==================== design 1
Figure 1. Signal metal coverage by tile (design 1).
The bar under the picture is 20 µm long. The die is cut into 22 by 20 equal tiles; black is low, pale yellow is high, scaled to the fullest tile. Values are wire area over tile area, all layers added.
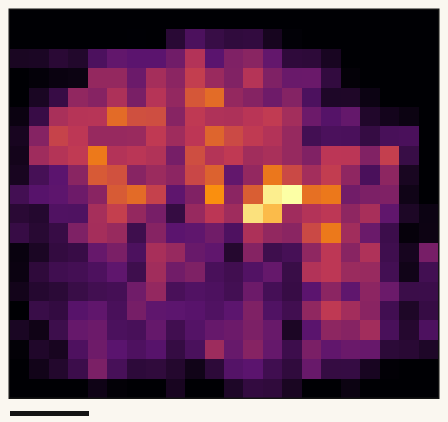
`src/rtl/cam_capture_pkg.sv`:
```
// cam_capture_pkg
// Shared definitions for the OV7670 capture path:
//   - default frame geometry (640 x 480 active pixels)
//   - capture FSM state encoding
//   - RGB565 field positions and small arithmetic helpers
package cam_capture_pkg;

    localparam int CAM_H_ACTIVE = 640;
    localparam int CAM_V_ACTIVE = 480;

    // RGB565 word layout: R in the top 5 bits, G in the middle 6, B in the low 5.
    localparam int RGB_R_MSB = 15;
    localparam int RGB_R_LSB = 11;
    localparam int RGB_G_MSB = 10;
    localparam int RGB_G_LSB = 5;
    localparam int RGB_B_MSB = 4;
    localparam int RGB_B_LSB = 0;

    // state     | meaning
    // ----------+-------------------------------------------------------
    // WAIT_VS   | after reset: wait for v_sync high, never join mid-frame
    // WAIT_FS   | in vertical blanking, waiting for the v_sync fall
    // ACTIVE    | capturing lines until the next v_sync rise
    typedef enum logic [1:0] {
        WAIT_VS = 2'd0,
        WAIT_FS = 2'd1,
        ACTIVE  = 2'd2
    } cam_state_e;

    // Unweighted R5 + G6 + B5; never exceeds 125, so 7 bits suffice.
    function automatic logic [6:0] rgb565_sum(input logic [15:0] w);
        rgb565_sum = {2'b00, w[RGB_R_MSB:RGB_R_LSB]}
                   + {1'b0,  w[RGB_G_MSB:RGB_G_LSB]}
                   + {2'b00, w[RGB_B_MSB:RGB_B_LSB]};
    endfunction

    // Counters that may be pushed past their useful range by oversize
    // lines/frames hold at all-ones instead of wrapping.
    function automatic logic [15:0] sat_inc16(input logic [15:0] v);
        sat_inc16 = (v == 16'hFFFF) ? v : v + 16'd1;
    endfunction

endpackage

```
`src/rtl/cam_rgb_quant.sv`:
```
// cam_rgb_quant
// RGB565 -> 2-bit quantiser with a registered output. The quantised value
// is the top two bits of R5+G6+B5. An override input lets the test-pattern
// path reuse the same output register so both sources share identical timing.
// Ports:
//   clk      in   clock
//   rst      in   asynchronous active-high reset
//   load     in   capture a new value into the output register
//   rgb      in   RGB565 word
//   ovr_en   in   select ovr_val instead of the quantised word
//   ovr_val  in   2-bit override value
//   q        out  registered 2-bit pixel
module cam_rgb_quant (
    input  logic        clk,
    input  logic        rst,
    input  logic        load,
    input  logic [15:0] rgb,
    input  logic        ovr_en,
    input  logic [1:0]  ovr_val,
    output logic [1:0]  q
);
    import cam_capture_pkg::*;

    logic [6:0] sum;
    logic [1:0] q_d;
    logic [1:0] q_q;

    always_comb begin
        sum = rgb565_sum(rgb);
        q_d = q_q;
        if (load) begin
            q_d = ovr_en ? ovr_val : 2'(sum >> 5);
        end
    end

    always_ff @(posedge clk or posedge rst) begin
        if (rst) begin
            q_q <= 2'b00;
        end else begin
            q_q <= q_d;
        end
    end

    assign q = q_q;

endmodule

```
`src/rtl/cam_capture.sv`:
```
// cam_capture
// Camera-side capture stage: pairs RGB565 bytes into pixels, decimates by
// DECIM in both axes, quantises kept pixels to 2 bits and writes them into
// the frame buffer. Reports frame completion and bad line lengths.
// Optional build macro: CAM_CAPTURE_TEST_PATTERN_EN adds input test_mode,
// which replaces camera data with x[5:4]^y[5:4] without changing timing.
// Ports:
//   pclk        in   camera pixel clock (only clock)
//   reset       in   asynchronous active-high reset
//   data_in     in   camera byte bus
//   h_ref       in   line-valid
//   v_sync      in   vertical blanking; falling edge starts a frame
//   test_mode   in   (macro only) select test pattern
//   wr_en       out  one-cycle frame-buffer write strobe
//   wr_addr     out  running write index, saturating
//   wr_data     out  2-bit pixel
//   frame_done  out  one-cycle pulse on end of a captured frame
//   line_err    out  sticky bad-line-length flag
//   frame_cnt   out  completed frame count, wrapping
module cam_capture
    import cam_capture_pkg::*;
#(
    parameter int H_ACTIVE = CAM_H_ACTIVE,
    parameter int V_ACTIVE = CAM_V_ACTIVE,
    parameter int DECIM    = 4,
    parameter int ADDR_W   = 15
) (
    input  logic              pclk,
    input  logic              reset,
    input  logic [7:0]        data_in,
    input  logic              h_ref,
    input  logic              v_sync,
`ifdef CAM_CAPTURE_TEST_PATTERN_EN
    input  logic              test_mode,
`endif
    output logic              wr_en,
    output logic [ADDR_W-1:0] wr_addr,
    output logic [1:0]        wr_data,
    output logic              frame_done,
    output logic              line_err,
    output logic [7:0]        frame_cnt
);

    localparam logic [15:0] H_LIM      = 16'(H_ACTIVE);
    localparam logic [15:0] V_LIM      = 16'(V_ACTIVE);
    localparam logic [15:0] BYTES_LINE = 16'(2 * H_ACTIVE);
    localparam logic [15:0] D_MASK     = 16'(DECIM - 1);
    localparam logic [ADDR_W-1:0] ADDR_MAX =
        ADDR_W'((H_ACTIVE / DECIM) * (V_ACTIVE / DECIM) - 1);

    logic tm_sel;
`ifdef CAM_CAPTURE_TEST_PATTERN_EN
    assign tm_sel = test_mode;
`else
    assign tm_sel = 1'b0;
`endif

    // Input registers plus one extra stage on the sync lines for edge detect.
    logic [7:0] data_q;
    logic       h_ref_q, h_ref_p;
    logic       v_sync_q, v_sync_p;

    cam_state_e        state_q, state_d;
    logic              phase_q, phase_d;
    logic [7:0]        hi_byte_q, hi_byte_d;
    logic [15:0]       x_q, x_d;
    logic [15:0]       y_q, y_d;
    logic [15:0]       byte_cnt_q, byte_cnt_d;
    // Pixel stage: a completed, kept pixel waiting for quantisation.
    logic              pix_vld_q, pix_vld_d;
    logic [15:0]       pix_word_q, pix_word_d;
    logic [1:0]        pix_tp_q, pix_tp_d;
    logic              pix_tm_q, pix_tm_d;
    logic              wr_en_q, wr_en_d;
    logic [ADDR_W-1:0] wr_addr_q, wr_addr_d;
    logic              frame_done_q, frame_done_d;
    logic              line_err_q, line_err_d;
    logic [7:0]        frame_cnt_q, frame_cnt_d;

    logic vs_rise, vs_fall, hr_fall, keep;

    always_comb begin
        vs_rise = v_sync_q & ~v_sync_p;
        vs_fall = ~v_sync_q & v_sync_p;
        hr_fall = ~h_ref_q & h_ref_p;
        keep    = ((x_q & D_MASK) == 16'd0) && ((y_q & D_MASK) == 16'd0)
                  && (x_q < H_LIM) && (y_q < V_LIM);

        state_d      = state_q;
        phase_d      = 1'b0;
        hi_byte_d    = hi_byte_q;
        x_d          = x_q;
        y_d          = y_q;
        byte_cnt_d   = byte_cnt_q;
        pix_vld_d    = 1'b0;
        pix_word_d   = pix_word_q;
        pix_tp_d     = pix_tp_q;
        pix_tm_d     = pix_tm_q;
        wr_en_d      = pix_vld_q;
        wr_addr_d    = wr_addr_q;
        frame_done_d = 1'b0;
        line_err_d   = line_err_q;
        frame_cnt_d  = frame_cnt_q;

        // Advance after each write; a write that drains after the frame has
        // ended still advances, and the next frame start clears it anyway.
        if (wr_en_q && (wr_addr_q != ADDR_MAX)) begin
            wr_addr_d = wr_addr_q + ADDR_W'(1);
        end

        case (state_q)
            WAIT_VS: begin
                if (v_sync_q) begin
                    state_d = WAIT_FS;
                end
            end
            WAIT_FS: begin
                if (vs_fall) begin
                    state_d    = ACTIVE;
                    x_d        = 16'd0;
                    y_d        = 16'd0;
                    byte_cnt_d = 16'd0;
                    wr_addr_d  = '0;
                end
            end
            ACTIVE: begin
                if (vs_rise) begin
                    // Any half-assembled pixel is abandoned; phase already
                    // defaults back to 0.
                    state_d      = WAIT_FS;
                    frame_done_d = 1'b1;
                    frame_cnt_d  = frame_cnt_q + 8'd1;
                end else if (h_ref_q) begin
                    phase_d    = ~phase_q;
                    byte_cnt_d = sat_inc16(byte_cnt_q);
                    if (!phase_q) begin
                        hi_byte_d = data_q;
                    end else begin
                        x_d        = sat_inc16(x_q);
                        pix_vld_d  = keep;
                        pix_word_d = {hi_byte_q, data_q};
                        pix_tp_d   = x_q[5:4] ^ y_q[5:4];
                        pix_tm_d   = tm_sel;
                    end
                end else if (hr_fall) begin
                    x_d        = 16'd0;
                    y_d        = sat_inc16(y_q);
                    byte_cnt_d = 16'd0;
                    if (byte_cnt_q != BYTES_LINE) begin
                        line_err_d = 1'b1;
                    end
                end
            end
            default: begin
                state_d = WAIT_VS;
            end
        endcase
    end

    always_ff @(posedge pclk or posedge reset) begin
        if (reset) begin
            data_q       <= 8'd0;
            h_ref_q      <= 1'b0;
            h_ref_p      <= 1'b0;
            v_sync_q     <= 1'b0;
            v_sync_p     <= 1'b0;
            state_q      <= WAIT_VS;
            phase_q      <= 1'b0;
            hi_byte_q    <= 8'd0;
            x_q          <= 16'd0;
            y_q          <= 16'd0;
            byte_cnt_q   <= 16'd0;
            pix_vld_q    <= 1'b0;
            pix_word_q   <= 16'd0;
            pix_tp_q     <= 2'b00;
            pix_tm_q     <= 1'b0;
            wr_en_q      <= 1'b0;
            wr_addr_q    <= '0;
            frame_done_q <= 1'b0;
            line_err_q   <= 1'b0;
            frame_cnt_q  <= 8'd0;
        end else begin
            data_q       <= data_in;
            h_ref_q      <= h_ref;
            h_ref_p      <= h_ref_q;
            v_sync_q     <= v_sync;
            v_sync_p     <= v_sync_q;
            state_q      <= state_d;
            phase_q      <= phase_d;
            hi_byte_q    <= hi_byte_d;
            x_q          <= x_d;
            y_q          <= y_d;
            byte_cnt_q   <= byte_cnt_d;
            pix_vld_q    <= pix_vld_d;
            pix_word_q   <= pix_word_d;
            pix_tp_q     <= pix_tp_d;
            pix_tm_q     <= pix_tm_d;
            wr_en_q      <= wr_en_d;
            wr_addr_q    <= wr_addr_d;
            frame_done_q <= frame_done_d;
            line_err_q   <= line_err_d;
            frame_cnt_q  <= frame_cnt_d;
        end
    end

    // The quantiser register loads alongside wr_en_q so data and strobe align.
    cam_rgb_quant u_quant (
        .clk     (pclk),
        .rst     (reset),
        .load    (pix_vld_q),
        .rgb     (pix_word_q),
        .ovr_en  (pix_tm_q),
        .ovr_val (pix_tp_q),
        .q       (wr_data)
    );

    assign wr_en      = wr_en_q;
    assign wr_addr    = wr_addr_q;
    assign frame_done = frame_done_q;
    assign line_err   = line_err_q;
    assign frame_cnt  = frame_cnt_q;

endmodule

```
`config.mk`:
```
export PLATFORM = sky130hd
export DESIGN_NAME = cam_capture
export DESIGN_NICKNAME = d
export VERILOG_FILES = /design/src/rtl/cam_capture_pkg.sv /design/src/rtl/cam_rgb_quant.sv /design/src/rtl/cam_capture.sv
export SDC_FILE = /design/constraint.sdc
export NUM_CORES = 1
export LEC_CHECK = 0
export CAP_MARGIN = 10
export CORE_ASPECT_RATIO = 0.9
export CORE_MARGIN = 3
export CORE_UTILIZATION = 60
export CTS_CLUSTER_SIZE = 10
export DETAILED_ROUTE_END_ITERATION = 8
export HOLD_SLACK_MARGIN = 0.15
export PLACE_DENSITY = 0.89
export SETUP_SLACK_MARGIN = 0.4
export SYNTH_ARGS = -nofsm -noshare
export SYNTH_HDL_FRONTEND = slang
export SYNTH_SLANG_ARGS = --single-unit
```
`constraint.sdc`:
```
create_clock -name pclk -period 6.6 [get_ports pclk]
set_clock_uncertainty 0.1 [all_clocks]
set_input_delay 0.99 -clock pclk [delete_from_list [all_inputs] [get_ports pclk]]
set_output_delay 0.99 -clock pclk [all_outputs]
set_load 0.02 [all_outputs]
```
==> job_summary.md <==
## Implementation flow summary

| Metric | Value |
|---|---|
| Gate Count Post-Synth | `about 530` |
| CP max stage delay | `830 ps` |
| Maxcap violations | `0` |
| Met3 usage | `between 6 and 7%` |
| Latency at later pin | `~520 ps` |
| Top cells, area | `dfrtp_1 (52%), mux2_2 (5.2%), ha_1 (2.9%)` |
| Yosys warnings | `0` |
| Largest class | `sequential cells` |
| Register-to-Register Path Depth | `6` |
| Gr ovfl total | `0` |
| Vias | `4519` |
| Comb power | `149 µW` |
| Yosys Instances | `529` |
| Comb area leader | `simple AND/OR/NAND/NOR gates` |
| Commonest flop | `dfrtp_1` |
| Startpoint class of the critical path | `flop` |
| Core Box Area | `around 0.009 mm²` |
| Inverters | `15` |
| Row cnt | `32` |
| Synth cell count leaders | `dfrtp_1 (116), nand2_1 (42), nor2_1 (41), o21ai_0 (30), nand3_1 (27)` |
| And-or/or-and share of the synthesized area | `12.42%` |
| Endpoint type of the worst setup path | `flop` |
| Cycle use final | `47.07%` |
| Commonest Layout Cell | `dfrtp_1` |
| Clock Sinks | `between 100 and 150` |
| Crit path DRT | `6880 ps` |
| F_max | `0.3219 GHz` |
| VDD IR max | `0.1691 mV` |
| DRC | `0` |
| Pwr/cell area | `276.8 mW/mm²` |
| Initial antenna violation count | `0` |
| CP max-delay cell | `o41ai_4` |
| Dominant cell type by area after synthesis | `dfrtp_1` |
| Via density | `about 6.4` |
| Flops | `around 120` |
| Post-Syn Nets | `roughly 560` |
| Cell area after synthesis | `roughly 0.0056 mm²` |
| Sequential share of the synthesized area | `51.54%` |
| WL/cell | `18.46 µm` |
| Worst setup margin | `3494 ps` |
| Leakage Power | `2.961 nW` |
| Pre-CTS setup slack | `between 3000 and 4000 ps` |
| Hold buffers post-CTS | `0` |
| Clock Root Buffer | `clkbuf_8` |
| Hold Crit Class | `flop to flop` |
| Tot Pwr | `1.855 mW` |
| Comb power frac | `under 10%` |
| Slew headroom | `between 20% and 30%` |
| Hold_ws | `365.4 ps` |
| Outcome | `finished, final reports clean` |
| Setup Fix Bufs, Post-CTS | `0` |
| Most instantiated library cell after synthesis | `dfrtp_1` |
| Clock Tree Buf Depth | `2` |
| End-of-flow core utilization | `approximately three quarters` |
| Chip Area, Yosys | `0.005632 mm²` |
Notes on Figure 1 above:
- densest ninth of the die: middle
- mean over tiles: 0.20
- nearly empty tiles: 18%
- fullest tile: 0.81
- emptiest ninth of the die: top right
- tiles over half the peak: 9.1%


==================== design 2
File: src/rtl/clf_stream_seq.sv
// clf_stream_seq: sequential wrapper around a combinational classifier core.
// Handshakes: a beat moves on in_valid && in_ready, a result moves on
// res_valid && res_ready; in_ready and res_valid are pure decodes of state_q,
// so neither depends combinationally on in_valid or res_ready.
// Flow: LOAD collects NUM_A features, SETTLE holds cls_inp stable and then
// captures cls_out, ARGMAX (NUM_CLS>1 only) picks the highest score field,
// and HOLD presents the result until it is taken.
module clf_stream_seq #(
  parameter int WIDTH_A  = 4,
  parameter int NUM_A    = 21,
  parameter int OUTWIDTH = 22,
  parameter int NUM_CLS  = 1,
  parameter int SETTLE   = 2
) (
  input  logic                       clk,
  input  logic                       rst_n,
  input  logic                       in_valid,
  output logic                       in_ready,
  input  logic [WIDTH_A-1:0]         in_data,
  input  logic                       in_last,
  output logic [NUM_A*WIDTH_A-1:0]   cls_inp,
  input  logic [OUTWIDTH-1:0]        cls_out,
  output logic                       res_valid,
  input  logic                       res_ready,
  output logic [OUTWIDTH-1:0]        res_raw,
  output logic [((NUM_CLS > 1) ? $clog2(NUM_CLS) : 1)-1:0] res_class,
  output logic                       res_err
);

  localparam int FW = OUTWIDTH / NUM_CLS;
  localparam int CW = (NUM_CLS > 1) ? $clog2(NUM_CLS) : 1;
  localparam int IW = (NUM_A > 1) ? $clog2(NUM_A) : 1;
  localparam int SW = $clog2(SETTLE + 1);

  typedef enum logic [1:0] {
    ST_LOAD   = 2'd0,
    ST_SETTLE = 2'd1,
    ST_ARGMAX = 2'd2,
    ST_HOLD   = 2'd3
  } state_t;

  // state_q is the observable FSM state for external checkers.
  state_t              state_q, state_d;
  logic [IW-1:0]       cnt_q, cnt_d;
  logic [WIDTH_A-1:0]  feat_q [NUM_A];
  logic [WIDTH_A-1:0]  feat_d [NUM_A];
  logic                err_q, err_d;
  logic [SW-1:0]       settle_q, settle_d;
  logic [OUTWIDTH-1:0] raw_q, raw_d;
  logic [CW-1:0]       class_q, class_d;
  logic [CW-1:0]       arg_j_q, arg_j_d;
  logic [FW-1:0]       best_val_q, best_val_d;
  logic [CW-1:0]       best_idx_q, best_idx_d;

  logic [FW-1:0]       field_sel;
  logic [FW-1:0]       win_val;
  logic [CW-1:0]       win_idx;

  // Next-state, datapath and counter updates for all four states.
  always_comb begin
    state_d    = state_q;
    cnt_d      = cnt_q;
    feat_d     = feat_q;
    err_d      = err_q;
    settle_d   = settle_q;
    raw_d      = raw_q;
    class_d    = class_q;
    arg_j_d    = arg_j_q;
    best_val_d = best_val_q;
    best_idx_d = best_idx_q;
    field_sel  = FW'(raw_q >> (FW * int'(arg_j_q)));
    win_val    = best_val_q;
    win_idx    = best_idx_q;

    case (state_q)
      ST_LOAD: begin
        if (in_valid) begin
          for (int i = 0; i < NUM_A; i++) begin
            if (IW'(i) == cnt_q) feat_d[i] = in_data;
          end
          if (cnt_q == IW'(NUM_A - 1)) begin
            // Full count reached; a missing last marker is a framing error.
            state_d  = ST_SETTLE;
            settle_d = '0;
            if (!in_last) err_d = 1'b1;
          end else if (in_last) begin
            // Early last: blank the unfilled tail so the core sees zeros.
            for (int i = 0; i < NUM_A; i++) begin
              if (IW'(i) > cnt_q) feat_d[i] = '0;
            end
            err_d    = 1'b1;
            state_d  = ST_SETTLE;
            settle_d = '0;
          end else begin
            cnt_d = cnt_q + 1'b1;
          end
        end
      end

      ST_SETTLE: begin
        // The final feature lands on the entry edge; the vector is then held
        // for SETTLE further cycles and cls_out is sampled on the edge after.
        if (settle_q == SW'(SETTLE)) begin
          raw_d    = cls_out;
          settle_d = '0;
          if (NUM_CLS == 1) begin
            state_d = ST_HOLD;
          end else begin
            state_d    = ST_ARGMAX;
            best_val_d = cls_out[FW-1:0];
            best_idx_d = '0;
            arg_j_d    = CW'(1);
          end
        end else begin
          settle_d = settle_q + 1'b1;
        end
      end

      ST_ARGMAX: begin
        // Strict greater-than keeps the lowest index on ties.
        if (field_sel > best_val_q) begin
          win_val = field_sel;
          win_idx = arg_j_q;
        end
        best_val_d = win_val;
        best_idx_d = win_idx;
        if (arg_j_q == CW'(NUM_CLS - 1)) begin
          class_d = win_idx;
          arg_j_d = '0;
          state_d = ST_HOLD;
        end else begin
          arg_j_d = arg_j_q + 1'b1;
        end
      end

      ST_HOLD: begin
        if (res_ready) begin
          state_d = ST_LOAD;
          cnt_d   = '0;
          err_d   = 1'b0;
        end
      end

      default: state_d = ST_LOAD;
    endcase
  end

  // State and datapath registers; reset discards any partial sample.
  always_ff @(posedge clk or negedge rst_n) begin
    if (!rst_n) begin
      state_q    <= ST_LOAD;
      cnt_q      <= '0;
      for (int i = 0; i < NUM_A; i++) feat_q[i] <= '0;
      err_q      <= 1'b0;
      settle_q   <= '0;
      raw_q      <= '0;
      class_q    <= '0;
      arg_j_q    <= '0;
      best_val_q <= '0;
      best_idx_q <= '0;
    end else begin
      state_q    <= state_d;
      cnt_q      <= cnt_d;
      feat_q     <= feat_d;
      err_q      <= err_d;
      settle_q   <= settle_d;
      raw_q      <= raw_d;
      class_q    <= class_d;
      arg_j_q    <= arg_j_d;
      best_val_q <= best_val_d;
      best_idx_q <= best_idx_d;
    end
  end

  // Pack feature registers into the core input vector.
  always_comb begin
    cls_inp = '0;
    for (int i = 0; i < NUM_A; i++) begin
      cls_inp[i*WIDTH_A +: WIDTH_A] = feat_q[i];
    end
  end

  assign in_ready  = (state_q == ST_LOAD);
  assign res_valid = (state_q == ST_HOLD);
  assign res_raw   = raw_q;
  assign res_class = class_q;
  assign res_err   = err_q;

endmodule

File: config.mk
export PLATFORM = sky130hd
export DESIGN_NAME = clf_stream_seq
export DESIGN_NICKNAME = d
export VERILOG_FILES = /design/src/rtl/clf_stream_seq.sv
export SDC_FILE = /design/constraint.sdc
export NUM_CORES = 1
export LEC_CHECK = 0
export CAP_MARGIN = 20
export CORE_ASPECT_RATIO = 1.4
export CORE_MARGIN = 2
export CORE_UTILIZATION = 47
export CTS_CLUSTER_SIZE = 24
export DETAILED_ROUTE_END_ITERATION = 7
export GPL_TIMING_DRIVEN = 1
export PLACE_DENSITY = 0.79
export SKIP_CTS_REPAIR_TIMING = 1
export SLEW_MARGIN = 20
export SYNTH_ARGS = -nofsm -noshare
export SYNTH_HDL_FRONTEND = slang
export SYNTH_SLANG_ARGS = --single-unit
File: constraint.sdc
create_clock -name clk -period 2.53 [get_ports clk]
set_input_delay 0.253 -clock clk [delete_from_list [all_inputs] [get_ports clk]]
set_output_delay 0.253 -clock clk [all_outputs]
set_load 0.02 [all_outputs]
Figure 2. Cell outlines without signal wires (design 2).
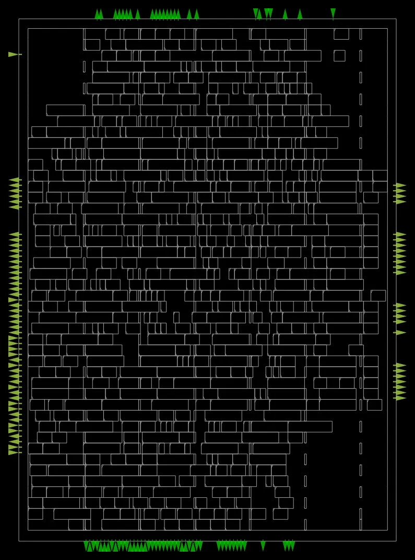
Core Box Area: 0.01122 mm²
# Taps: 144
Seq/total area: 38.46%
Flops: 116
row cnt: 46

Figure 3. Signal metal coverage by tile (design 2).
The bar under the picture is 20 µm long. The die is cut into 19 by 26 equal tiles; black is low, pale yellow is high, scaled to the fullest tile. Values are wire area over tile area, all layers added.
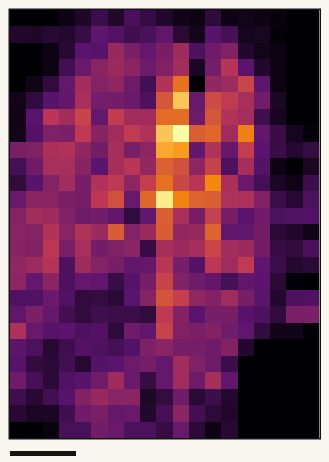
- fullest tile: 0.73
- emptiest ninth of the die: bottom right
- mean over tiles: 0.19
- densest ninth of the die: middle
- nearly empty tiles: 12%

==> job_summary.md <==
## Implementation flow summary

| Metric | Value |
|---|---|
| Outcome | `finished, final reports clean` |
| HPWL after DPL | `10310 µm` |
| Clock Sinks | `116` |
| Top pwr grp | `combinational logic` |
| Design area | `between 0.007 and 0.008 mm²` |
| Vias | `4217` |
| Die Width | `94.18 µm` |
| Iter 0 DRT Violations | `304` |
| Routed Antenna Nets | `0` |
| Share of layout cells above drive strength 1 | `14.13%` |
| Yosys cell types | `51` |
| Asr flop ratio synth | `100.0%` |
| Busiest grt layer | `met2` |
| Dominant cell type by area after synthesis | `dfrtp_1` |
| Area fraction of the dominant cell type after synthesis | `54.24%` |

==================== design 3
### src/rtl/tnoc_axi_slave_read_tracker_if.sv
// Bundle of AXI read-slave channels, address-decoder hook and NoC request/response fields
// seen by the read tracker.
interface tnoc_axi_slave_read_tracker_if #(
    parameter int ADDRESS_WIDTH = 32,
    parameter int DATA_WIDTH    = 64,
    parameter int AXI_ID_WIDTH  = 4,
    parameter int TAG_WIDTH     = 3
);
    // Every valid/ready pair transfers on a rising edge where both are 1; a source holds
    // its valid and payload stable until that transfer, and valid never waits on ready.
    logic                     arvalid;
    logic                     arready;
    logic [AXI_ID_WIDTH-1:0]  arid;
    logic [ADDRESS_WIDTH-1:0] araddr;
    logic [7:0]               arlen;
    logic [2:0]               arsize;
    logic [1:0]               arburst;
    logic                     rvalid;
    logic                     rready;
    logic [AXI_ID_WIDTH-1:0]  rid;
    logic [DATA_WIDTH-1:0]    rdata;
    logic [1:0]               rresp;
    logic                     rlast;
    logic [ADDRESS_WIDTH-1:0] dec_address;
    logic                     dec_invalid;
    logic                     req_valid;
    logic                     req_ready;
    logic [TAG_WIDTH-1:0]     req_tag;
    logic [ADDRESS_WIDTH-1:0] req_address;
    logic [7:0]               req_len;
    logic [2:0]               req_size;
    logic [1:0]               req_burst;
    logic                     req_invalid;
    logic                     rsp_header_valid;
    logic                     rsp_header_ready;
    logic [TAG_WIDTH-1:0]     rsp_tag;
    logic [1:0]               rsp_status;
    logic                     rsp_payload_valid;
    logic                     rsp_payload_ready;
    logic [DATA_WIDTH-1:0]    rsp_data;
    logic [1:0]               rsp_payload_status;
    logic                     rsp_last;

    modport slave (
        input  arvalid, arid, araddr, arlen, arsize, arburst, rready, dec_invalid,
               req_ready, rsp_header_valid, rsp_tag, rsp_status, rsp_payload_valid,
               rsp_data, rsp_payload_status, rsp_last,
        output arready, rvalid, rid, rdata, rresp, rlast, dec_address, req_valid,
               req_tag, req_address, req_len, req_size, req_burst, req_invalid,
               rsp_header_ready, rsp_payload_ready
    );

    modport master (
        output arvalid, arid, araddr, arlen, arsize, arburst, rready, dec_invalid,
               req_ready, rsp_header_valid, rsp_tag, rsp_status, rsp_payload_valid,
               rsp_data, rsp_payload_status, rsp_last,
        input  arready, rvalid, rid, rdata, rresp, rlast, dec_address, req_valid,
               req_tag, req_address, req_len, req_size, req_burst, req_invalid,
               rsp_header_ready, rsp_payload_ready
    );
endinterface

### src/rtl/tnoc_axi_slave_read_tracker.sv
// AXI read-slave front end: tags outstanding reads, restores RID on return, serialises
// same-ID reads and answers undecodable addresses with a local DECERR burst.
module tnoc_axi_slave_read_tracker #(
    parameter int ADDRESS_WIDTH = 32,
    parameter int DATA_WIDTH    = 64,
    parameter int AXI_ID_WIDTH  = 4,
    parameter int TAG_WIDTH     = 3,
    parameter int LOCAL_DECERR  = 1
) (
    input  logic                   clk,
    input  logic                   rst,
    tnoc_axi_slave_read_tracker_if.slave bus,
    output logic [TAG_WIDTH:0]     outstanding,
    output logic                   tag_error,
    output logic [1:0]             fsm_state
);
    localparam int DEPTH = 1 << TAG_WIDTH;

    typedef enum logic [1:0] {IDLE = 2'd0, NET = 2'd1, LOCAL = 2'd2} r_state_e;

    r_state_e                state;
    logic [DEPTH-1:0]        busy;
    logic [AXI_ID_WIDTH-1:0] id_mem [DEPTH];
    logic [TAG_WIDTH-1:0]    free_tag;
    logic [TAG_WIDTH-1:0]    cur_tag;
    logic [1:0]              pkt_status;
    logic                    hit;
    logic                    local_pend;
    logic [AXI_ID_WIDTH-1:0] local_id;
    logic [7:0]              local_len;
    logic [7:0]              beat_cnt;
    logic                    tag_free;
    logic                    id_hit;
    logic                    local_err;
    logic                    can_accept;
    logic                    req_fire;
    logic                    local_fire;
    logic                    net_done;
    logic                    free_fire;

    // Lowest free tag wins because the scan runs downward and the last match sticks.
    always_comb begin
        tag_free = 1'b0;
        free_tag = '0;
        id_hit   = local_pend && (local_id == bus.arid);
        for (int i = DEPTH - 1; i >= 0; i--) begin
            if (!busy[i]) begin
                tag_free = 1'b1;
                free_tag = TAG_WIDTH'(i);
            end
            if (busy[i] && (id_mem[i] == bus.arid)) id_hit = 1'b1;
        end
    end

    assign local_err  = (LOCAL_DECERR != 0) && bus.dec_invalid;
    assign can_accept = !rst && tag_free && !local_pend && !id_hit;
    assign bus.arready   = can_accept && (local_err || bus.req_ready);
    assign bus.req_valid = bus.arvalid && can_accept && !local_err;
    assign req_fire      = bus.req_valid && bus.req_ready;
    assign local_fire    = bus.arvalid && can_accept && local_err;

    assign bus.dec_address = bus.araddr;
    assign bus.req_tag     = free_tag;
    assign bus.req_address = bus.araddr;
    assign bus.req_len     = bus.arlen;
    assign bus.req_size    = bus.arsize;
    assign bus.req_burst   = bus.arburst;
    assign bus.req_invalid = (LOCAL_DECERR == 0) ? bus.dec_invalid : 1'b0;
    assign fsm_state       = state;

    always_comb begin
        bus.rvalid            = 1'b0;
        bus.rid               = '0;
        bus.rdata             = '0;
        bus.rresp             = 2'b00;
        bus.rlast             = 1'b0;
        bus.rsp_payload_ready = 1'b0;
        bus.rsp_header_ready  = !rst && (state == IDLE) && !local_pend;
        case (state)
            NET: begin
                bus.rvalid            = !rst && bus.rsp_payload_valid && hit;
                bus.rsp_payload_ready = !rst && (hit ? bus.rready : 1'b1);
                bus.rid               = id_mem[cur_tag];
                bus.rdata             = bus.rsp_data;
                bus.rlast             = bus.rsp_last;
                // An error on the beat beats an error on the packet; otherwise the beat's own status.
                if (bus.rsp_payload_status[1])  bus.rresp = bus.rsp_payload_status;
                else if (pkt_status[1])         bus.rresp = pkt_status;
                else                            bus.rresp = bus.rsp_payload_status;
            end
            LOCAL: begin
                bus.rvalid = !rst;
                bus.rid    = local_id;
                bus.rresp  = 2'b11;
                bus.rlast  = (beat_cnt == local_len);
            end
            default: ;
        endcase
    end

    assign net_done  = (state == NET) && bus.rsp_payload_valid && bus.rsp_payload_ready && bus.rsp_last;
    assign free_fire = net_done && hit;

    always_ff @(posedge clk) begin
        if (req_fire) id_mem[free_tag] <= bus.arid;
    end

    always_ff @(posedge clk) begin
        if (rst) begin
            state       <= IDLE;
            busy        <= '0;
            outstanding <= '0;
            local_pend  <= 1'b0;
            local_id    <= '0;
            local_len   <= '0;
            beat_cnt    <= '0;
            cur_tag     <= '0;
            pkt_status  <= 2'b00;
            hit         <= 1'b0;
            tag_error   <= 1'b0;
        end else begin
            tag_error <= 1'b0;
            // The tag being freed was already busy, so it can never be the one allocated.
            if (free_fire) busy[cur_tag] <= 1'b0;
            if (req_fire)  busy[free_tag] <= 1'b1;
            outstanding <= outstanding + (TAG_WIDTH+1)'(req_fire) - (TAG_WIDTH+1)'(free_fire);
            if (local_fire) begin
                local_pend <= 1'b1;
                local_id   <= bus.arid;
                local_len  <= bus.arlen;
            end
            case (state)
                IDLE: begin
                    if (local_pend) begin
                        state    <= LOCAL;
                        beat_cnt <= '0;
                    end else if (bus.rsp_header_valid) begin
                        state      <= NET;
                        cur_tag    <= bus.rsp_tag;
                        pkt_status <= bus.rsp_status;
                        hit        <= busy[bus.rsp_tag];
                        tag_error  <= !busy[bus.rsp_tag];
                    end
                end
                NET: if (net_done) state <= IDLE;
                LOCAL: begin
                    if (bus.rvalid && bus.rready) begin
                        if (beat_cnt == local_len) begin
                            local_pend <= 1'b0;
                            state      <= IDLE;
                        end else begin
                            beat_cnt <= beat_cnt + 8'd1;
                        end
                    end
                end
                default: state <= IDLE;
            endcase
        end
    end
endmodule

### src/flat_wrapper.sv
// flat-port wrapper written by rule: the top's interface ports become plain ports
module tnoc_axi_slave_read_tracker_flat 
#(
    parameter int ADDRESS_WIDTH = 32,
    parameter int DATA_WIDTH    = 64,
    parameter int AXI_ID_WIDTH  = 4,
    parameter int TAG_WIDTH     = 3,
    parameter int LOCAL_DECERR  = 1
)
  (clk, rst, outstanding, tag_error, fsm_state, bus_arvalid, bus_arid, bus_araddr, bus_arlen, bus_arsize, bus_arburst, bus_rready, bus_dec_invalid, bus_req_ready, bus_rsp_header_valid, bus_rsp_tag, bus_rsp_status, bus_rsp_payload_valid, bus_rsp_data, bus_rsp_payload_status, bus_rsp_last, bus_arready, bus_rvalid, bus_rid, bus_rdata, bus_rresp, bus_rlast, bus_dec_address, bus_req_valid, bus_req_tag, bus_req_address, bus_req_len, bus_req_size, bus_req_burst, bus_req_invalid, bus_rsp_header_ready, bus_rsp_payload_ready);
  tnoc_axi_slave_read_tracker_if #(.ADDRESS_WIDTH(ADDRESS_WIDTH), .DATA_WIDTH(DATA_WIDTH), .AXI_ID_WIDTH(AXI_ID_WIDTH), .TAG_WIDTH(TAG_WIDTH)) bus_i ();
  input  logic clk;
  input  logic rst;
  output logic [TAG_WIDTH:0] outstanding;
  output logic tag_error;
  output logic [1:0] fsm_state;
  input wire logic [$bits(bus_i.arvalid)-1:0] bus_arvalid;
  input wire logic [$bits(bus_i.arid)-1:0] bus_arid;
  input wire logic [$bits(bus_i.araddr)-1:0] bus_araddr;
  input wire logic [$bits(bus_i.arlen)-1:0] bus_arlen;
  input wire logic [$bits(bus_i.arsize)-1:0] bus_arsize;
  input wire logic [$bits(bus_i.arburst)-1:0] bus_arburst;
  input wire logic [$bits(bus_i.rready)-1:0] bus_rready;
  input wire logic [$bits(bus_i.dec_invalid)-1:0] bus_dec_invalid;
  input wire logic [$bits(bus_i.req_ready)-1:0] bus_req_ready;
  input wire logic [$bits(bus_i.rsp_header_valid)-1:0] bus_rsp_header_valid;
  input wire logic [$bits(bus_i.rsp_tag)-1:0] bus_rsp_tag;
  input wire logic [$bits(bus_i.rsp_status)-1:0] bus_rsp_status;
  input wire logic [$bits(bus_i.rsp_payload_valid)-1:0] bus_rsp_payload_valid;
  input wire logic [$bits(bus_i.rsp_data)-1:0] bus_rsp_data;
  input wire logic [$bits(bus_i.rsp_payload_status)-1:0] bus_rsp_payload_status;
  input wire logic [$bits(bus_i.rsp_last)-1:0] bus_rsp_last;
  output wire logic [$bits(bus_i.arready)-1:0] bus_arready;
  output wire logic [$bits(bus_i.rvalid)-1:0] bus_rvalid;
  output wire logic [$bits(bus_i.rid)-1:0] bus_rid;
  output wire logic [$bits(bus_i.rdata)-1:0] bus_rdata;
  output wire logic [$bits(bus_i.rresp)-1:0] bus_rresp;
  output wire logic [$bits(bus_i.rlast)-1:0] bus_rlast;
  output wire logic [$bits(bus_i.dec_address)-1:0] bus_dec_address;
  output wire logic [$bits(bus_i.req_valid)-1:0] bus_req_valid;
  output wire logic [$bits(bus_i.req_tag)-1:0] bus_req_tag;
  output wire logic [$bits(bus_i.req_address)-1:0] bus_req_address;
  output wire logic [$bits(bus_i.req_len)-1:0] bus_req_len;
  output wire logic [$bits(bus_i.req_size)-1:0] bus_req_size;
  output wire logic [$bits(bus_i.req_burst)-1:0] bus_req_burst;
  output wire logic [$bits(bus_i.req_invalid)-1:0] bus_req_invalid;
  output wire logic [$bits(bus_i.rsp_header_ready)-1:0] bus_rsp_header_ready;
  output wire logic [$bits(bus_i.rsp_payload_ready)-1:0] bus_rsp_payload_ready;
  assign bus_i.arvalid = bus_arvalid;
  assign bus_i.arid = bus_arid;
  assign bus_i.araddr = bus_araddr;
  assign bus_i.arlen = bus_arlen;
  assign bus_i.arsize = bus_arsize;
  assign bus_i.arburst = bus_arburst;
  assign bus_i.rready = bus_rready;
  assign bus_i.dec_invalid = bus_dec_invalid;
  assign bus_i.req_ready = bus_req_ready;
  assign bus_i.rsp_header_valid = bus_rsp_header_valid;
  assign bus_i.rsp_tag = bus_rsp_tag;
  assign bus_i.rsp_status = bus_rsp_status;
  assign bus_i.rsp_payload_valid = bus_rsp_payload_valid;
  assign bus_i.rsp_data = bus_rsp_data;
  assign bus_i.rsp_payload_status = bus_rsp_payload_status;
  assign bus_i.rsp_last = bus_rsp_last;
  assign bus_arready = bus_i.arready;
  assign bus_rvalid = bus_i.rvalid;
  assign bus_rid = bus_i.rid;
  assign bus_rdata = bus_i.rdata;
  assign bus_rresp = bus_i.rresp;
  assign bus_rlast = bus_i.rlast;
  assign bus_dec_address = bus_i.dec_address;
  assign bus_req_valid = bus_i.req_valid;
  assign bus_req_tag = bus_i.req_tag;
  assign bus_req_address = bus_i.req_address;
  assign bus_req_len = bus_i.req_len;
  assign bus_req_size = bus_i.req_size;
  assign bus_req_burst = bus_i.req_burst;
  assign bus_req_invalid = bus_i.req_invalid;
  assign bus_rsp_header_ready = bus_i.rsp_header_ready;
  assign bus_rsp_payload_ready = bus_i.rsp_payload_ready;
  tnoc_axi_slave_read_tracker #(.ADDRESS_WIDTH(ADDRESS_WIDTH), .DATA_WIDTH(DATA_WIDTH), .AXI_ID_WIDTH(AXI_ID_WIDTH), .TAG_WIDTH(TAG_WIDTH), .LOCAL_DECERR(LOCAL_DECERR)) u_core (.clk(clk), .rst(rst), .bus(bus_i), .outstanding(outstanding), .tag_error(tag_error), .fsm_state(fsm_state));
endmodule
### config.mk
export PLATFORM = sky130hd
export DESIGN_NAME = tnoc_axi_slave_read_tracker_flat
export DESIGN_NICKNAME = d
export VERILOG_FILES = /design/src/rtl/tnoc_axi_slave_read_tracker_if.sv /design/src/rtl/tnoc_axi_slave_read_tracker.sv /design/src/flat_wrapper.sv
export SDC_FILE = /design/constraint.sdc
export NUM_CORES = 1
export LEC_CHECK = 0
export CORE_ASPECT_RATIO = 1.2
export CORE_MARGIN = 1.5
export CORE_UTILIZATION = 30
export DETAILED_ROUTE_END_ITERATION = 16
export GPL_ROUTABILITY_DRIVEN = 0
export PLACE_DENSITY = 0.65
export SLEW_MARGIN = 15
export SYNTH_ARGS = -nofsm -noshare
export SYNTH_HDL_FRONTEND = slang
export SYNTH_SLANG_ARGS = --single-unit
### constraint.sdc
create_clock -name clk -period 3.3 [get_ports clk]
set_clock_uncertainty 0.2 [all_clocks]
set_input_delay 0.66 -clock clk [delete_from_list [all_inputs] [get_ports clk]]
set_output_delay 0.66 -clock clk [all_outputs]
set_load 0.02 [all_outputs]
Figure 4. Zoomed window (design 3).
The bar under the picture is 20 µm long. Region (6, 12) to (56, 62) µm. Cells in gray, sequential cells in the stronger gray; small squares are vias.
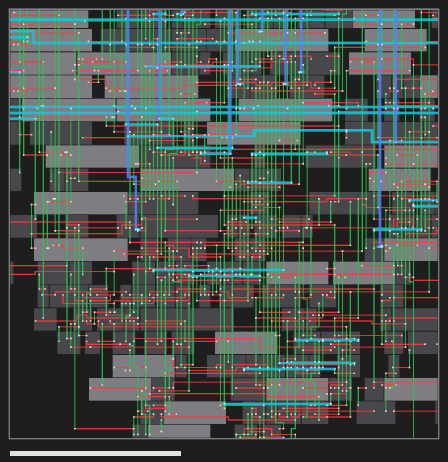
- met4: blue
- met2: green
- met3: cyan
- met1: red
- most frequent: buf_4 (16)
- sequential cells in the window: 30
- cells with their middle in the window: 154
- netlist names of flops here include: u_core.id_mem (15), u_core.busy (8), u_core.cur_tag (3)

Figure 5. Cell outlines without signal wires (design 3).
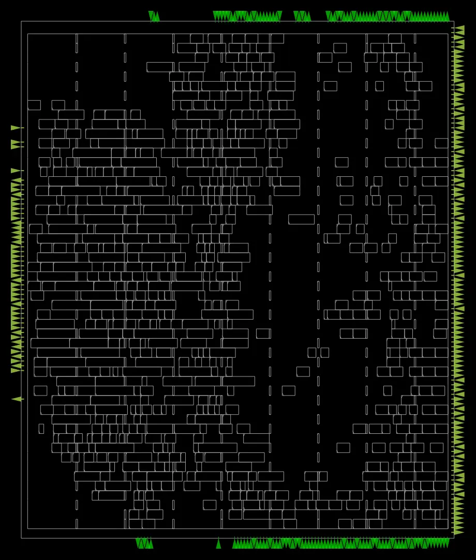
Core Box Area: 0.01698 mm²
Finished Layout Cells: 909
# Taps: 216
Fill cells: 1558
row cnt: 52

==> job_summary.md <==
## Implementation flow summary

| Metric | Value |
|---|---|
| Outcome | `finished, final reports clean` |
| Setup TNS | `0 ps` |
| CTS tree | `built` |
| Commonest Layout Cell | `clkdlybuf4s50_1` |
| Inverters | `18` |
| Synth Area in XOR/XNOR | `8.359%` |
| Chip Area, Yosys | `0.005239 mm²` |
| Area fraction in mux cells | `under 10%` |
| Most instantiated library cell after synthesis | `buf_4` |
| RR Endpoint | `u_core.outstanding[1]` |
| Biggest register | `u_core.id_mem` |
| CP max-delay cell | `clkdlybuf4s50_1` |
| Worst setup margin | `about 55 ps` |
| Routed length on met2 | `10030 µm` |
| Final hold vios | `0` |
| Combinational Gates | `339` |
| Leakage Power | `around 2.9 nW` |
| Signal buffers share of area | `30.88%` |
| Worst-path maximum fanout | `28` |
| Comb power | `1.15 mW` |
| Worst slew pin tran | `616.4 ps` |
| Comb power frac | `35.2%` |
| Design area | `approximately 0.0076 mm²` |
| Highest layer used for signal routing | `met5` |
| Gr ovfl total | `0` |
| Sequential Area | `0.001862 mm²` |
| Met2 Use GR | `37.40%` |
| Post-Route M1 WL | `7003 µm` |
| Die Size | `0.01827 mm²` |
| Pre-CTS setup slack | `-603.3 ps` |
| Synth cell count leaders | `buf_4 (78), and2_1 (71), dfxtp_1 (45), xor2_1 (36), edfxtp_1 (32)` |
| Pin count of the biggest net entering global routing | `38` |
| VDD IR max | `0.2854 mV` |
| Crit path capture | `bus_rvalid` |
| R2R Setup Slk | `480 ps` |
| Pre-Place Util | `30.85%` |
| HPWL after DPL | `17020 µm` |
| CP Launch Point | `rst` |
| Switching share of power | `30.57%` |
| Flops out of synthesis | `77` |
| Inst Count DP | `~900` |
| Most used cell, CP | `clkdlybuf4s50_1` |
| Vias | `about 4600` |
| Clock network area share | `approximately 4.1%` |
| Setup Fix Bufs, Post-CTS | `7` |
| Busiest grt layer | `met2` |
| Stage-log warning count | `29` |
| Max Slew Vio Count | `0` |
| DRC | `0` |
| MI comb area | `0.002720 mm²` |
| Max FFs per register | `32` |
| Most frequent cells in the layout | `clkdlybuf4s50_1 (173), and2_1 (71), dfxtp_1 (45)` |
| P_seq | `1.06 mW` |
| Hold endpoint | `u_core.pkt_status[0]` |
| Crit path DRT | `2440 ps` |
| CLK BUF | `9` |
| TritonCTS Buffers | `9` |
| Register-to-Register Path Depth | `10` |
| Cell area after synthesis | `~0.0052 mm²` |
| Int Pwr | `2.261 mW` |
| Yosys warnings | `0` |
| Routed Antenna Nets | `0` |
| Area fraction of the dominant cell type after synthesis | `18.34%` |
| Flops | `slightly below 80` |
| Initial antenna violation count | `10` |
| Endpoint type of the worst setup path | `output pin` |
| WP data arrival | `2390 ps` |
| Maxcap violations | `0` |
Figure 6. Cell classes on the final placement (design 3).
Fill, decap, tap and diode cells in gray.
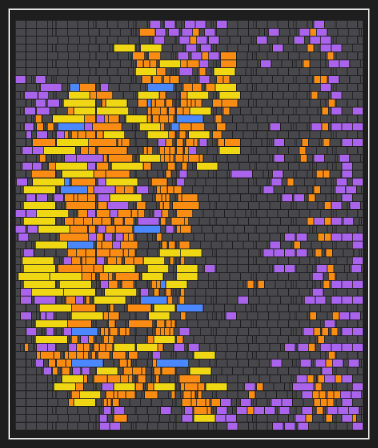
- clock drivers and dummy loads: blue (cells 16; share of their area 4.3%)
- other buffers and delay cells: purple (cells 236; share of their area 32%)
- all other logic: orange (cells 357; share of their area 38%)
- flops: yellow (cells 77; share of their area 25%)


==================== design 4
Figure 7. Where the registers sit (design 4).
Other sequential cells in the stronger gray, the rest of the logic in the fainter gray.
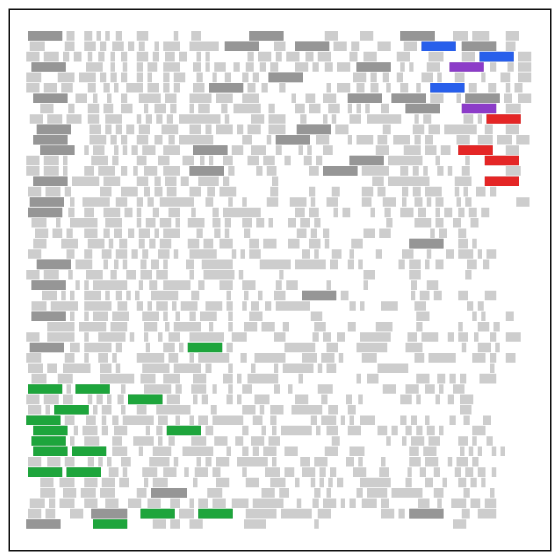
Figure 8. Zoomed window (design 4).
The bar under the picture is 20 µm long. Region (10, 10) to (60, 60) µm. Cells in gray, sequential cells in the stronger gray; small squares are vias.
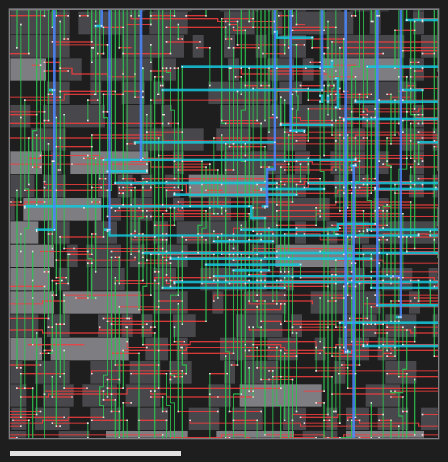
Figure 9. Cell outlines without signal wires (design 4).
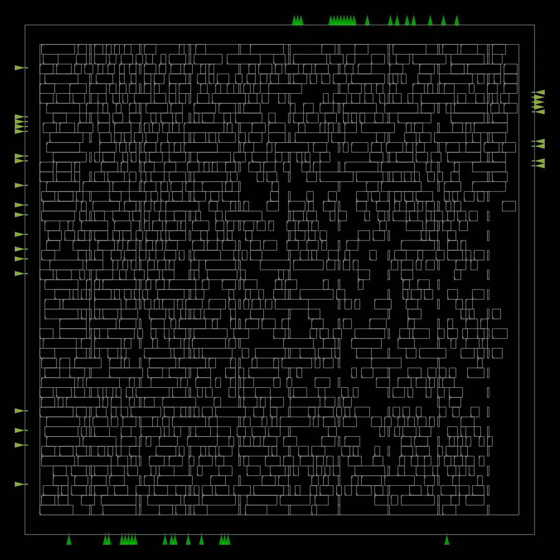
[config.mk]
export PLATFORM = sky130hd
export DESIGN_NAME = alu_pipe
export DESIGN_NICKNAME = d
export VERILOG_FILES = /design/src/rtl/alu_pipe.sv
export SDC_FILE = /design/constraint.sdc
export NUM_CORES = 1
export LEC_CHECK = 0
export CAP_MARGIN = 20
export CELL_PAD_IN_SITES_DETAIL_PLACEMENT = 1
export CELL_PAD_IN_SITES_GLOBAL_PLACEMENT = 1
export CORE_MARGIN = 4
export CORE_UTILIZATION = 46
export CTS_CLUSTER_DIAMETER = 60
export CTS_CLUSTER_SIZE = 30
export DETAILED_ROUTE_END_ITERATION = 7
export PLACE_DENSITY_LB_ADDON = 0.08
export REMOVE_ABC_BUFFERS = 1
export SYNTH_ARGS = -nofsm -noshare
export SYNTH_HDL_FRONTEND = slang
export SYNTH_SLANG_ARGS = --single-unit
export TNS_END_PERCENT = 10
[constraint.sdc]
create_clock -name clk -period 5.47 [get_ports clk]
set_clock_uncertainty 0.05 [all_clocks]
set_input_delay 1.094 -clock clk [delete_from_list [all_inputs] [get_ports clk]]
set_output_delay 1.094 -clock clk [all_outputs]
set_load 0.05 [all_outputs]
[src/rtl/alu_pipe.sv]
// alu_pipe: two-stage pipelined ALU with valid/ready handshakes on both sides.
// S1 holds the operand beat, S2 holds the computed result. The {Z,N,V} flag
// register commits only when a result is handed off downstream.
module alu_pipe #(
  parameter int unsigned WIDTH   = 16,
  parameter int unsigned LANE    = 4,
  parameter int unsigned SHAMT_W = 4
) (
  input  logic             clk,
  input  logic             rst_n,
  input  logic             in_valid,
  output logic             in_ready,
  input  logic [WIDTH-1:0] a,
  input  logic [WIDTH-1:0] b,
  input  logic [3:0]       op,
  input  logic             sub,
  output logic             out_valid,
  input  logic             out_ready,
  output logic [WIDTH-1:0] result,
  output logic             illegal,
  output logic [2:0]       flags
);

  localparam int unsigned NLANE = WIDTH / LANE;
  localparam int unsigned NBYTE = WIDTH / 8;

  localparam logic [3:0] OP_ADD    = 4'd0;
  localparam logic [3:0] OP_XOR    = 4'd1;
  localparam logic [3:0] OP_RED    = 4'd2;
  localparam logic [3:0] OP_SLL    = 4'd3;
  localparam logic [3:0] OP_SRA    = 4'd4;
  localparam logic [3:0] OP_ROR    = 4'd5;
  localparam logic [3:0] OP_PADDSB = 4'd6;
  localparam logic [3:0] OP_LLB    = 4'd7;
  localparam logic [3:0] OP_LHB    = 4'd8;

  // Which flags a beat updates when it is handed off
  localparam logic [1:0] FL_NONE = 2'd0;
  localparam logic [1:0] FL_Z    = 2'd1;
  localparam logic [1:0] FL_ZNV  = 2'd2;

  logic             r_s1_valid;
  logic [WIDTH-1:0] r_a;
  logic [WIDTH-1:0] r_b;
  logic [3:0]       r_op;
  logic             r_sub;

  logic             r_s2_valid;
  logic [WIDTH-1:0] r_result;
  logic             r_illegal;
  logic [1:0]       r_fcls;
  logic             r_v;
  logic [2:0]       r_flags;

  logic             w_s1_adv;
  logic             w_s2_adv;
  logic [WIDTH-1:0] w_bx;
  logic [WIDTH:0]   w_sum;
  logic             w_ovf;
  logic [WIDTH-1:0] w_addsat;
  logic [WIDTH-1:0] w_red;
  logic [WIDTH-1:0] w_padd;
  logic [SHAMT_W-1:0] w_sh;
  logic [SHAMT_W-1:0] w_sh_neg;
  logic [WIDTH-1:0] w_ror;
  logic [WIDTH-1:0] w_res;
  logic             w_ill;
  logic [1:0]       w_fcls;
  logic             w_v;

  assign w_s2_adv = !r_s2_valid || out_ready;
  assign w_s1_adv = !r_s1_valid || w_s2_adv;
  assign in_ready = w_s1_adv;

  assign out_valid = r_s2_valid;
  assign result    = r_result;
  assign illegal   = r_illegal;
  assign flags     = r_flags;

  // Saturating add/sub: one extra sign bit exposes signed overflow
  assign w_bx     = r_sub ? ~r_b : r_b;
  assign w_sum    = {r_a[WIDTH-1], r_a} + {w_bx[WIDTH-1], w_bx} + {{WIDTH{1'b0}}, r_sub};
  assign w_ovf    = w_sum[WIDTH] ^ w_sum[WIDTH-1];
  assign w_addsat = !w_ovf ? w_sum[WIDTH-1:0]
                  : (w_sum[WIDTH] ? {1'b1, {(WIDTH-1){1'b0}}} : {1'b0, {(WIDTH-1){1'b1}}});

  // Per-lane saturating add, no carry between lanes
  for (genvar gl = 0; gl < NLANE; gl++) begin : g_lane
    logic [LANE:0] w_ls;
    assign w_ls = {r_a[gl*LANE+LANE-1], r_a[gl*LANE +: LANE]}
                + {r_b[gl*LANE+LANE-1], r_b[gl*LANE +: LANE]};
    assign w_padd[gl*LANE +: LANE] = (w_ls[LANE] ^ w_ls[LANE-1])
        ? (w_ls[LANE] ? {1'b1, {(LANE-1){1'b0}}} : {1'b0, {(LANE-1){1'b1}}})
        : w_ls[LANE-1:0];
  end

  // Sum of all sign-extended bytes of both operands
  always_comb begin
    w_red = '0;
    for (int unsigned i = 0; i < NBYTE; i++) begin
      w_red = w_red + {{(WIDTH-8){r_a[8*i+7]}}, r_a[8*i +: 8]}
                    + {{(WIDTH-8){r_b[8*i+7]}}, r_b[8*i +: 8]};
    end
  end

  // Rotate as two shifts; the left amount wraps to 0 when the right amount is 0
  assign w_sh     = r_b[SHAMT_W-1:0];
  assign w_sh_neg = '0 - w_sh;
  assign w_ror    = (r_a >> w_sh) | (r_a << w_sh_neg);

  // Result select and flag class for the beat in S1
  always_comb begin
    w_res  = '0;
    w_ill  = 1'b0;
    w_fcls = FL_NONE;
    w_v    = 1'b0;
    case (r_op)
      OP_ADD:    begin w_res = w_addsat; w_fcls = FL_ZNV; w_v = w_ovf; end
      OP_XOR:    begin w_res = r_a ^ r_b; w_fcls = FL_Z; end
      OP_RED:    w_res = w_red;
      OP_SLL:    begin w_res = r_a << w_sh; w_fcls = FL_Z; end
      OP_SRA:    begin w_res = $unsigned($signed(r_a) >>> w_sh); w_fcls = FL_Z; end
      OP_ROR:    begin w_res = w_ror; w_fcls = FL_Z; end
      OP_PADDSB: w_res = w_padd;
      OP_LLB:    w_res = {r_a[WIDTH-1:8], r_b[7:0]};
      OP_LHB:    w_res = {r_b[7:0], r_a[WIDTH-9:0]};
      default:   w_ill = 1'b1;
    endcase
  end

  // Stage S1: capture operand beat when the stage can advance
  always_ff @(posedge clk or negedge rst_n) begin
    if (!rst_n) begin
      r_s1_valid <= 1'b0;
      r_a        <= '0;
      r_b        <= '0;
      r_op       <= '0;
      r_sub      <= 1'b0;
    end else if (w_s1_adv) begin
      r_s1_valid <= in_valid;
      if (in_valid) begin
        r_a   <= a;
        r_b   <= b;
        r_op  <= op;
        r_sub <= sub;
      end
    end
  end

  // Stage S2: capture computed result; held while stalled downstream
  always_ff @(posedge clk or negedge rst_n) begin
    if (!rst_n) begin
      r_s2_valid <= 1'b0;
      r_result   <= '0;
      r_illegal  <= 1'b0;
      r_fcls     <= FL_NONE;
      r_v        <= 1'b0;
    end else if (w_s2_adv) begin
      r_s2_valid <= r_s1_valid;
      if (r_s1_valid) begin
        r_result  <= w_res;
        r_illegal <= w_ill;
        r_fcls    <= w_fcls;
        r_v       <= w_v;
      end
    end
  end

  // Flag register: commits on output handshake only
  always_ff @(posedge clk or negedge rst_n) begin
    if (!rst_n) begin
      r_flags <= '0;
    end else if (r_s2_valid && out_ready) begin
      case (r_fcls)
        FL_ZNV:  r_flags <= {r_result == '0, r_result[WIDTH-1], r_v};
        FL_Z:    r_flags[2] <= (r_result == '0);
        default: r_flags <= r_flags;
      endcase
    end
  end

endmodule

==> job_summary.md <==
## Implementation flow summary

| Metric | Value |
|---|---|
| Outcome | `finished, final reports clean` |
| Synth Area in XOR/XNOR | `between 4 and 5%` |
| Via density | `6.981` |
| GR Layer Usage met1 | `47.72%` |
| Comb area leader | `AND-OR/OR-AND gates` |
| Pre-CTS setup slack | `1272 ps` |
| HPWL after DPL | `27610 µm` |
| Maxcap violations | `0` |
| Net switching power | `between 2 and 2.5 mW` |
| Comb/total area | `65.76%` |
| Clock network area share | `under 10%` |
| Bufs w/o clock | `between 80 and 90` |
| P_seq | `720 µW` |
| Yosys warnings | `0` |
| Met3 Wirelength | `3598 µm` |
| RR Endpoint | `result[9]` |
| Comb power | `around 3.1 mW` |
| Met3 usage | `7.786%` |
| First-pass GRT wire length | `55080 µm` |
| Clock Sinks | `62` |
About Figure 7:
- flags: blue (sequential cells 3)
- r_a: green (sequential cells 16; where bottom left)
- r_op: red (sequential cells 4; where top right)
- r_fcls: purple (sequential cells 2)
- not colored: 37

About Figure 8:
- met2: green
- met1: red
- met3: cyan
- met4: blue
- sequential cells in the window: 11
- most frequent: inv_1 (22), mux2_2 (15), buf_4 (13)
- cells with their middle in the window: 150
- netlist names of flops here include: r_a (10), r_b (1)

About Figure 9:
end-of-flow core utilization: 53.30%
# Taps: 225
Core Box Area: 0.01736 mm²
row cnt: 48
Flops: 62



==> gallery <==
Cell classes on the final placement.
Fill, decap, tap and diode cells in gray.
(a)
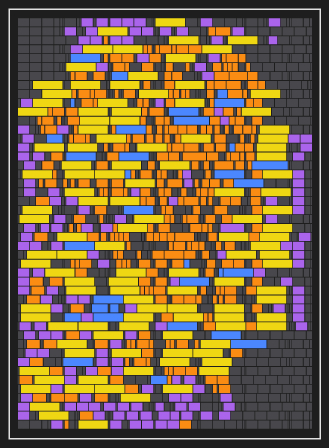
(b)
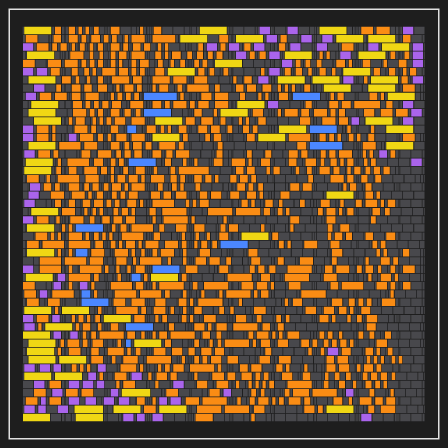
(c)
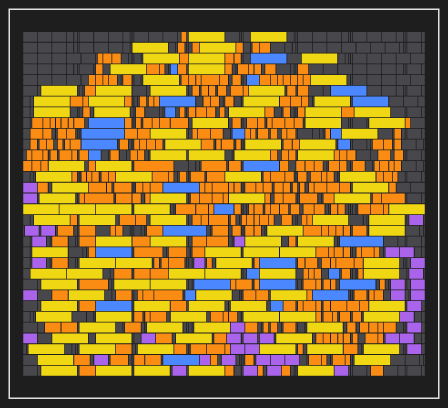
| picture | from |
|---|---|
| (a) | design 2 |
| (c) | design 1 |
| (b) | design 4 |
- lowest utilization: (b)
- fewest sequential cells: (b)

No activity file was given, so power comes from the tool's default toggle rates.
